=== design 1 ===
==> src/rtl/instr_fetch_pkg.sv <==
// ---------------------------------------------------------------------------
// instr_fetch_pkg
//   Shared definitions for the instruction-fetch block: memory latency,
//   output buffer depth, the canonical NOP encoding, the default reset PC
//   and the {instr, pc} entry type carried through the fetch buffer.
// ---------------------------------------------------------------------------
package instr_fetch_pkg;

    localparam int          IMEM_LAT         = 1;             // cycles from imem_re to imem_rd
    localparam int          FETCH_BUF_DEPTH  = 2;             // output buffer entries
    localparam logic [31:0] INSTR_NOP        = 32'h0000_0013; // addi x0, x0, 0
    localparam logic [31:0] DEFAULT_RESET_PC = 32'h0000_0000;

    localparam int FETCH_PTR_W = $clog2(FETCH_BUF_DEPTH);
    localparam int FETCH_CNT_W = $clog2(FETCH_BUF_DEPTH + 1);

    typedef struct packed {
        logic [31:0] instr;
        logic [31:0] pc;
    } fetch_entry_t;

endpackage

==> src/rtl/instr_fetch_buf.sv <==
// ---------------------------------------------------------------------------
// instr_fetch_buf
//   Small FIFO of {instr, pc} entries that absorbs the instruction memory
//   latency while decode is stalled. Flush empties it and wins over a push
//   or pop in the same cycle.
// Ports
//   clk, rst_n   clock, synchronous active-low reset
//   push         write push_entry at the tail
//   pop          drop the head entry
//   flush        discard all entries
//   push_entry   entry to write
//   head_entry   oldest entry (meaningful while count != 0)
//   count        number of valid entries, 0..FETCH_BUF_DEPTH
// ---------------------------------------------------------------------------
module instr_fetch_buf
    import instr_fetch_pkg::*;
(
    input  logic                   clk,
    input  logic                   rst_n,
    input  logic                   push,
    input  logic                   pop,
    input  logic                   flush,
    input  fetch_entry_t           push_entry,
    output fetch_entry_t           head_entry,
    output logic [FETCH_CNT_W-1:0] count
);

    fetch_entry_t            mem_reg [FETCH_BUF_DEPTH];
    logic [FETCH_PTR_W-1:0]  rd_ptr_reg;
    logic [FETCH_PTR_W-1:0]  wr_ptr_reg;
    logic [FETCH_CNT_W-1:0]  count_reg;
    logic                    do_push;

    // Depth is a power of two, so the pointers wrap naturally.
    assign do_push = push && !flush && rst_n;

    always_ff @(posedge clk) begin
        if (!rst_n || flush) begin
            rd_ptr_reg <= '0;
            wr_ptr_reg <= '0;
            count_reg  <= '0;
        end else begin
            if (push) begin
                wr_ptr_reg <= wr_ptr_reg + 1'b1;
            end
            if (pop) begin
                rd_ptr_reg <= rd_ptr_reg + 1'b1;
            end
            count_reg <= count_reg + FETCH_CNT_W'(push) - FETCH_CNT_W'(pop);
        end
    end

    // Entry storage carries no reset; count_reg alone decides validity.
    generate
        for (genvar gi = 0; gi < FETCH_BUF_DEPTH; gi++) begin : g_entry
            always_ff @(posedge clk) begin
                if (do_push && (wr_ptr_reg == FETCH_PTR_W'(gi))) begin
                    mem_reg[gi] <= push_entry;
                end
            end
        end
    endgenerate

    assign head_entry = mem_reg[rd_ptr_reg];
    assign count      = count_reg;

endmodule

==> src/rtl/instr_fetch.sv <==
// ---------------------------------------------------------------------------
// instr_fetch
//   Fetch-side initiator for a synchronous instruction memory with one cycle
//   of read latency. Keeps the fetch PC, tracks the single outstanding read,
//   buffers returned words and hands {instr, pc, pc+4} to decode over a
//   valid/ready handshake. Branch/jump redirects restart fetch immediately.
// Ports
//   clk, rst_n        clock, synchronous active-low reset
//   imem_re, imem_a   read enable and word index to instruction memory
//   imem_rd           read data, valid the cycle after imem_re
//   redirect_valid    restart fetch at redirect_pc (byte address)
//   redirect_pc
//   if_valid/if_ready handshake to decode
//   if_instr, if_pc, if_pc4  instruction, its byte address, address + 4
//   misalign          one-cycle pulse after a redirect with pc[1:0] != 0
// ---------------------------------------------------------------------------
module instr_fetch
    import instr_fetch_pkg::*;
#(
    parameter logic [31:0] RESET_PC = DEFAULT_RESET_PC
) (
    input  logic        clk,
    input  logic        rst_n,
    output logic        imem_re,
    output logic [31:0] imem_a,
    input  logic [31:0] imem_rd,
    input  logic        redirect_valid,
    input  logic [31:0] redirect_pc,
    output logic        if_valid,
    input  logic        if_ready,
    output logic [31:0] if_instr,
    output logic [31:0] if_pc,
    output logic [31:0] if_pc4,
    output logic        misalign
);

    logic [31:0]            fetch_pc_reg;
    logic [31:0]            inflight_pc_reg;
    logic                   inflight_reg;
    logic                   misalign_reg;

    logic [FETCH_CNT_W-1:0] buf_count;
    fetch_entry_t           buf_head;
    fetch_entry_t           ret_entry;
    fetch_entry_t           head_entry;
    logic                   buf_empty;
    logic                   pop;
    logic                   bypass;
    logic                   buf_push;
    logic                   buf_pop;
    logic                   issue;
    logic [31:0]            issue_pc;
    logic [FETCH_CNT_W:0]   occupancy;

    always_comb begin
        issue_pc         = redirect_valid ? {redirect_pc[31:2], 2'b00} : fetch_pc_reg;
        ret_entry.instr  = imem_rd;
        ret_entry.pc     = inflight_pc_reg;
        buf_empty        = (buf_count == '0);

        // With an empty buffer the returning word is presented directly, so a
        // read issued in one cycle is visible to decode in the next.
        head_entry       = buf_empty ? ret_entry : buf_head;
        if_valid         = rst_n && (!buf_empty || inflight_reg) && !redirect_valid;
        pop              = if_valid && if_ready;
        bypass           = pop && buf_empty;
        buf_pop          = pop && !buf_empty;
        buf_push         = rst_n && inflight_reg && !bypass && !redirect_valid;

        // Entries that remain after this cycle; a new read is allowed only if
        // its return will still have a slot.
        occupancy        = {1'b0, buf_count} + (FETCH_CNT_W+1)'(inflight_reg)
                         - (FETCH_CNT_W+1)'(pop);
        issue            = rst_n && (redirect_valid ||
                           (occupancy < (FETCH_CNT_W+1)'(FETCH_BUF_DEPTH)));

        imem_re          = issue;
        imem_a           = rst_n ? {2'b00, issue_pc[31:2]} : {2'b00, RESET_PC[31:2]};

        if_instr         = rst_n ? head_entry.instr : '0;
        if_pc            = rst_n ? head_entry.pc : '0;
        if_pc4           = rst_n ? head_entry.pc + 32'd4 : '0;
        misalign         = rst_n && misalign_reg;
    end

    always_ff @(posedge clk) begin
        if (!rst_n) begin
            fetch_pc_reg    <= RESET_PC;
            inflight_pc_reg <= RESET_PC;
            inflight_reg    <= 1'b0;
            misalign_reg    <= 1'b0;
        end else begin
            // A redirect re-issues immediately, so the old return is simply
            // never pushed and the new read takes over the inflight slot.
            inflight_reg <= issue;
            misalign_reg <= redirect_valid && (redirect_pc[1:0] != 2'b00);
            if (issue) begin
                inflight_pc_reg <= issue_pc;
                fetch_pc_reg    <= issue_pc + 32'd4;
            end
        end
    end

    instr_fetch_buf u_buf (
        .clk        (clk),
        .rst_n      (rst_n),
        .push       (buf_push),
        .pop        (buf_pop),
        .flush      (redirect_valid),
        .push_entry (ret_entry),
        .head_entry (buf_head),
        .count      (buf_count)
    );

endmodule

==> config.mk <==
export PLATFORM = sky130hd
export DESIGN_NAME = instr_fetch
export DESIGN_NICKNAME = d
export VERILOG_FILES = /design/src/rtl/instr_fetch_pkg.sv /design/src/rtl/instr_fetch_buf.sv /design/src/rtl/instr_fetch.sv
export SDC_FILE = /design/constraint.sdc
export NUM_CORES = 1
export LEC_CHECK = 0
export CORE_AREA = 2 2 151 153
export DETAILED_ROUTE_END_ITERATION = 16
export DIE_AREA = 0 0 153 155
export PLACE_DENSITY_LB_ADDON = 0.12
export SYNTH_ARGS = -nofsm -noshare
export SYNTH_HDL_FRONTEND = slang
export SYNTH_SLANG_ARGS = --single-unit
==> constraint.sdc <==
create_clock -name clk -period 6 [get_ports clk]
set_clock_uncertainty 0.15 [all_clocks]
set_input_delay 1.2 -clock clk [delete_from_list [all_inputs] [get_ports clk]]
set_output_delay 1.2 -clock clk [all_outputs]
set_load 0.03 [all_outputs]
=== design 2 ===
File: src/rtl/rv32_mem_pkg.sv
// Shared types for the IF/MEM memory port arbiter of the RV32 core.
package rv32_mem_pkg;

    typedef enum logic [1:0] {
        IDLE   = 2'd0,
        BUSY_I = 2'd1,
        BUSY_D = 2'd2
    } arb_state_t;

    typedef struct packed {
        logic        we;
        logic [3:0]  be;
        logic [31:0] addr;
        logic [31:0] wdata;
    } mem_req_t;

    localparam logic [3:0] FETCH_BE = 4'hF;

endpackage

File: src/rtl/mem_port_arbiter.sv
// Arbitrates the single-ported unified memory between instruction fetch and
// load/store, with a bounded data burst so a waiting fetch cannot starve.
module mem_port_arbiter
    import rv32_mem_pkg::*;
#(
    parameter int ADDR_W      = 32,
    parameter int MAX_D_BURST = 4
) (
    input  logic              clk,
    input  logic              resetn,
    input  logic              i_req,
    input  logic [ADDR_W-1:0] i_addr,
    input  logic              i_kill,
    output logic              i_ready,
    output logic [31:0]       i_rdata,
    input  logic              d_req,
    input  logic              d_we,
    input  logic [3:0]        d_be,
    input  logic [ADDR_W-1:0] d_addr,
    input  logic [31:0]       d_wdata,
    output logic              d_ready,
    output logic [31:0]       d_rdata,
    output logic              if_stall,
    output logic              mem_stall,
    output logic              m_req,
    output logic              m_we,
    output logic [3:0]        m_be,
    output logic [ADDR_W-1:0] m_addr,
    output logic [31:0]       m_wdata,
    input  logic              m_ack,
    input  logic [31:0]       m_rdata
);

    arb_state_t state_q, state_d;
    logic [3:0] d_cnt_q, d_cnt_d;
    logic       discard_q, discard_d;
    mem_req_t   m_q, m_d;
    logic       fetch_ok, fetch_win, data_win;

    always_comb begin
        state_d   = state_q;
        d_cnt_d   = d_cnt_q;
        discard_d = discard_q;
        m_d       = m_q;
        fetch_ok  = i_req & ~i_kill;
        fetch_win = 1'b0;
        data_win  = 1'b0;
        case (state_q)
            IDLE: begin
                // Data normally wins; a fetch that has waited out a full burst goes first.
                fetch_win = fetch_ok & (~d_req | (d_cnt_q == 4'(MAX_D_BURST)));
                data_win  = d_req & ~fetch_win;
                if (data_win) begin
                    state_d = BUSY_D;
                    m_d     = '{we: d_we, be: d_be, addr: 32'(d_addr), wdata: d_wdata};
                    if (fetch_ok)
                        d_cnt_d = (d_cnt_q == 4'hF) ? d_cnt_q : d_cnt_q + 4'd1;
                    else if (!i_req)
                        d_cnt_d = '0;
                end else if (fetch_win) begin
                    state_d = BUSY_I;
                    m_d     = '{we: 1'b0, be: FETCH_BE, addr: 32'(i_addr), wdata: '0};
                    d_cnt_d = '0;
                end
            end
            BUSY_I: begin
                // The memory cannot abort, so a killed fetch runs to ack and is dropped.
                if (m_ack) begin
                    state_d   = IDLE;
                    discard_d = 1'b0;
                end else if (i_kill) begin
                    discard_d = 1'b1;
                end
            end
            BUSY_D: begin
                if (m_ack) state_d = IDLE;
            end
            default: state_d = IDLE;
        endcase
    end

    always_ff @(posedge clk or negedge resetn) begin
        if (!resetn) begin
            state_q   <= IDLE;
            d_cnt_q   <= '0;
            discard_q <= 1'b0;
            m_q       <= '0;
        end else begin
            state_q   <= state_d;
            d_cnt_q   <= d_cnt_d;
            discard_q <= discard_d;
            m_q       <= m_d;
        end
    end

    assign m_req     = (state_q != IDLE);
    assign m_we      = m_q.we;
    assign m_be      = m_q.be;
    assign m_addr    = m_q.addr[ADDR_W-1:0];
    assign m_wdata   = m_q.wdata;

    assign i_ready   = (state_q == BUSY_I) & m_ack & ~discard_q;
    assign d_ready   = (state_q == BUSY_D) & m_ack;
    assign i_rdata   = i_ready ? m_rdata : '0;
    assign d_rdata   = d_ready ? m_rdata : '0;

    assign if_stall  = i_req & ~i_ready;
    assign mem_stall = d_req & ~d_ready;

endmodule
File: config.mk
export PLATFORM = sky130hd
export DESIGN_NAME = mem_port_arbiter
export DESIGN_NICKNAME = d
export VERILOG_FILES = /design/src/rtl/rv32_mem_pkg.sv /design/src/rtl/mem_port_arbiter.sv
export SDC_FILE = /design/constraint.sdc
export NUM_CORES = 1
export LEC_CHECK = 0
export CORE_MARGIN = 3
export CORE_UTILIZATION = 30
export CTS_CLUSTER_SIZE = 10
export DETAILED_ROUTE_END_ITERATION = 10
export PLACE_DENSITY_LB_ADDON = 0.3
export SETUP_SLACK_MARGIN = 0.05
export SYNTH_ARGS = -nofsm -noshare
export SYNTH_HDL_FRONTEND = slang
export SYNTH_SLANG_ARGS = --single-unit
File: constraint.sdc
create_clock -name clk -period 2.1 [get_ports clk]
set_input_delay 0.42 -clock clk [delete_from_list [all_inputs] [get_ports clk]]
set_output_delay 0.42 -clock clk [all_outputs]
set_load 0.02 [all_outputs]

## Gallery

Clock nets.
(a)
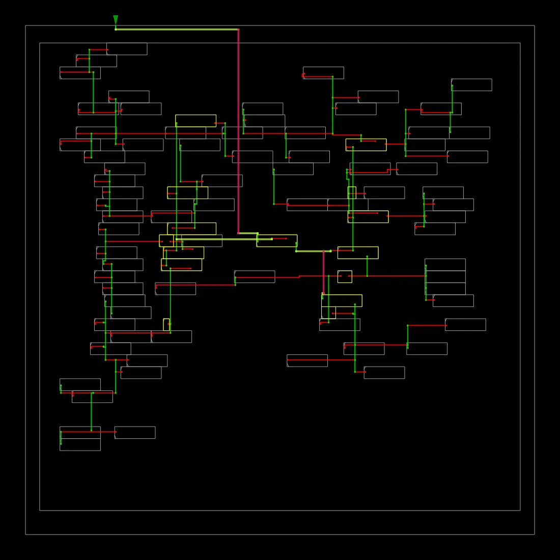
(b)
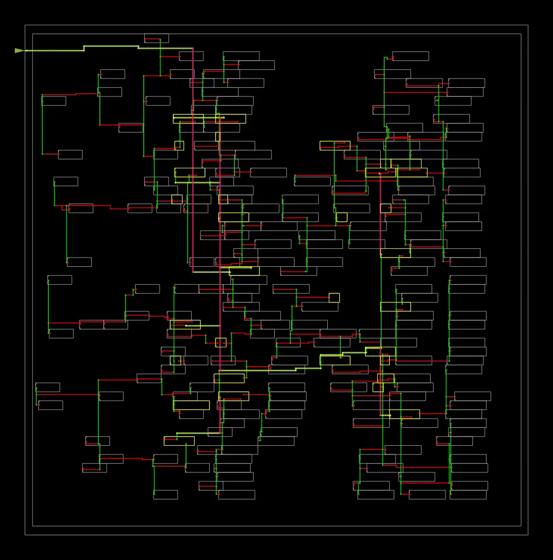
Of these, most sequential cells: (b)
design 2 -> (a)
design 1 -> (b)

Figure 1. Pin map (design 1).
The bar under the picture is 50 um long. Pins as bars across the die edge, other pins in gray.
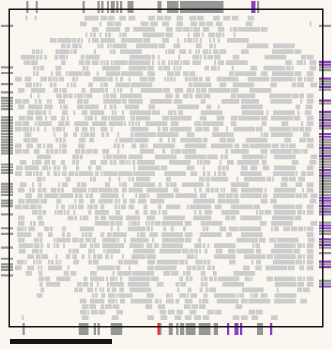
red -> if_ready  # pins 1, direction input, edge south
purple -> imem_rd  # pins 32, direction input, edge 25 east, 5 south, 2 north
Die H: 155 um
Die W: 153 um
I/O Buffers: 192

Figure 2. Logic cells by family (design 1).
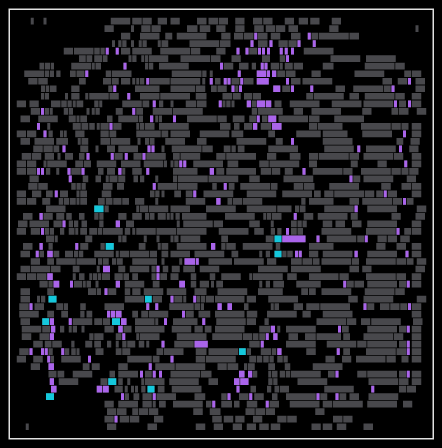
cyan -> non-inverting ao/oa cells  # cells 12
purple -> nor cells  # cells 191, where widely spread

==> results_slide.txt, design 1 <==
Synthesis and Place & Route Summary

Synth
  – Top cell type's share of synthesized area: between 30% and 40%
  – Mux share: 11.82%
  – Yosys cell types: 58
  – AO/OA Area Share: 10.74%
  – FA/HA/MAJ Cells, Area Fraction: 0.8127%

Die
  – Fp util: between 40 and 50%

Route
  – Drt first pass iters: 8
  – # DRC: 0
  – Routed Antenna Nets: 0
  – Iter 0 DRT Violations: 501

GRT
  – Global Route met1 Usage: 30.40%

Pwr
  – Reg power frac: 47.2%
  – Int Pwr: 2.267 mW
  – Largest Pwr Group: registers

STA
  – Worst-Margin Slew: around 0.8 ns
  – RSZ-0062 raised after global routing: no
  – Final-report max-slew violation count: 0

Finish
  – Diodes inserted: 0
  – Max reg flops: 124
  – FF+latch area: 0.005069 mm^2
  – Fill cells: 1,933
  – Buffers, non-clock: 222
  – Non-Filler Instances: 1,482

Placement
  – DP Worst Slack: 0.6498 ns
  – Area after DPL: 0.01235 mm^2

Setup path
  – Worst-path maximum fanout: 19
  – Crit start category: flip-flop
  – WP depth: 7
  – Top Family by Delay on Critical Path: simple AND/OR/NAND/NOR gates

Status
  – Status: complete, no violations
Figure 3. Pin map (design 2).
The bar under the picture is 20 um long. Pins as bars across the die edge, other pins in gray.
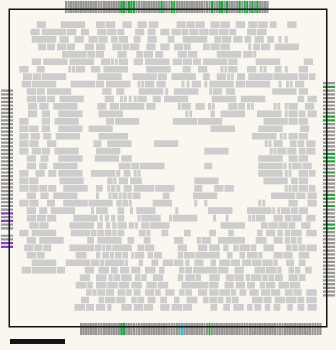
green -> i_addr  # pins 32, direction input, edge 17 north, 12 east, 3 south
cyan -> d_ready  # pins 1, direction output, edge south
purple -> m_be  # pins 4, direction output, edge west
all pins by edge = 96 south, 81 north, 58 east, 42 west

==> results_slide.txt, design 2 <==
Synthesis and Place & Route Summary

Setup path
  – Crit start category: flip-flop
  – Reg2reg start: state_q[0]
  – Top Family by Delay on Critical Path: buffers and inverters
  – CP endpoint: i_rdata[5]
  – CP Data Required Time: 1.68 ns

Die
  – Core Area: 0.01156 mm^2

STA
  – Fin crit period: 2.121 ns
  – Final worst slack: -0.02138 ns
  – Final-report max-slew violation count: 0
  – Final setup viols: 7

Pwr
  – Net load switching power: 3.343 mW
  – Clock group total power: 1.48 mW
  – Leak pwr: 3.328 nW

Finish
  – Top class by area: non-clock buffers
  – Diodes inserted: 0
  – Design area: 0.007108 mm^2

Synth
  – Mux share: 0.3132%
  – Synth top cells by count: dfrtp_1, nand2_1, a22o_1, and2_1, and3_1
  – Syn_nets: 499
  – Leading area contributor after synthesis: dfrtp_1
  – FA/HA/MAJ Cells, Area Fraction: roughly 1.7%
  – Synth Instances: 355

GRT
  – Met2 Use GR: 32.60%
  – Largest net degree at the start of global routing: 68
  – Met3 usage: 3.029%

Status
  – Status: finished with violations
  – Failing checks: negative setup slack

Route
  – Routed Antenna Nets: 0

Run
  – Number of OpenROAD warnings: 31

Clock network
  – CTS tree: yes


## Gallery

Signal metal coverage by tile.
image #1
31 x 31 tiles, from white (low) to dark blue (high), scaled to the fullest tile. Values are wire area over tile area, all layers added.
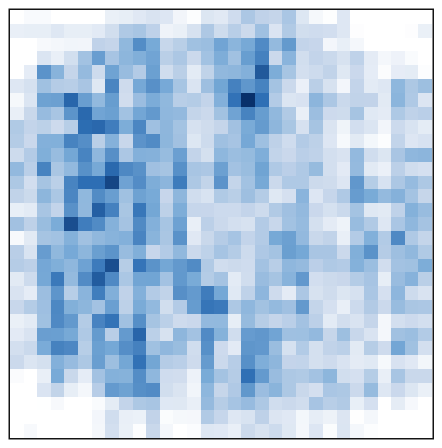
image #2
23 x 23 tiles, from white (low) to dark blue (high), scaled to the fullest tile. Values are wire area over tile area, all layers added.
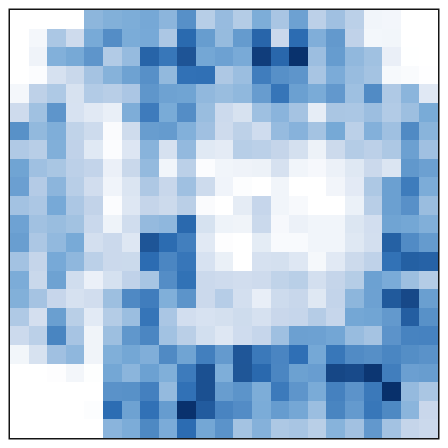
- design 1 = image #1
- design 2 = image #2

Power and IR drop assume default switching activity.
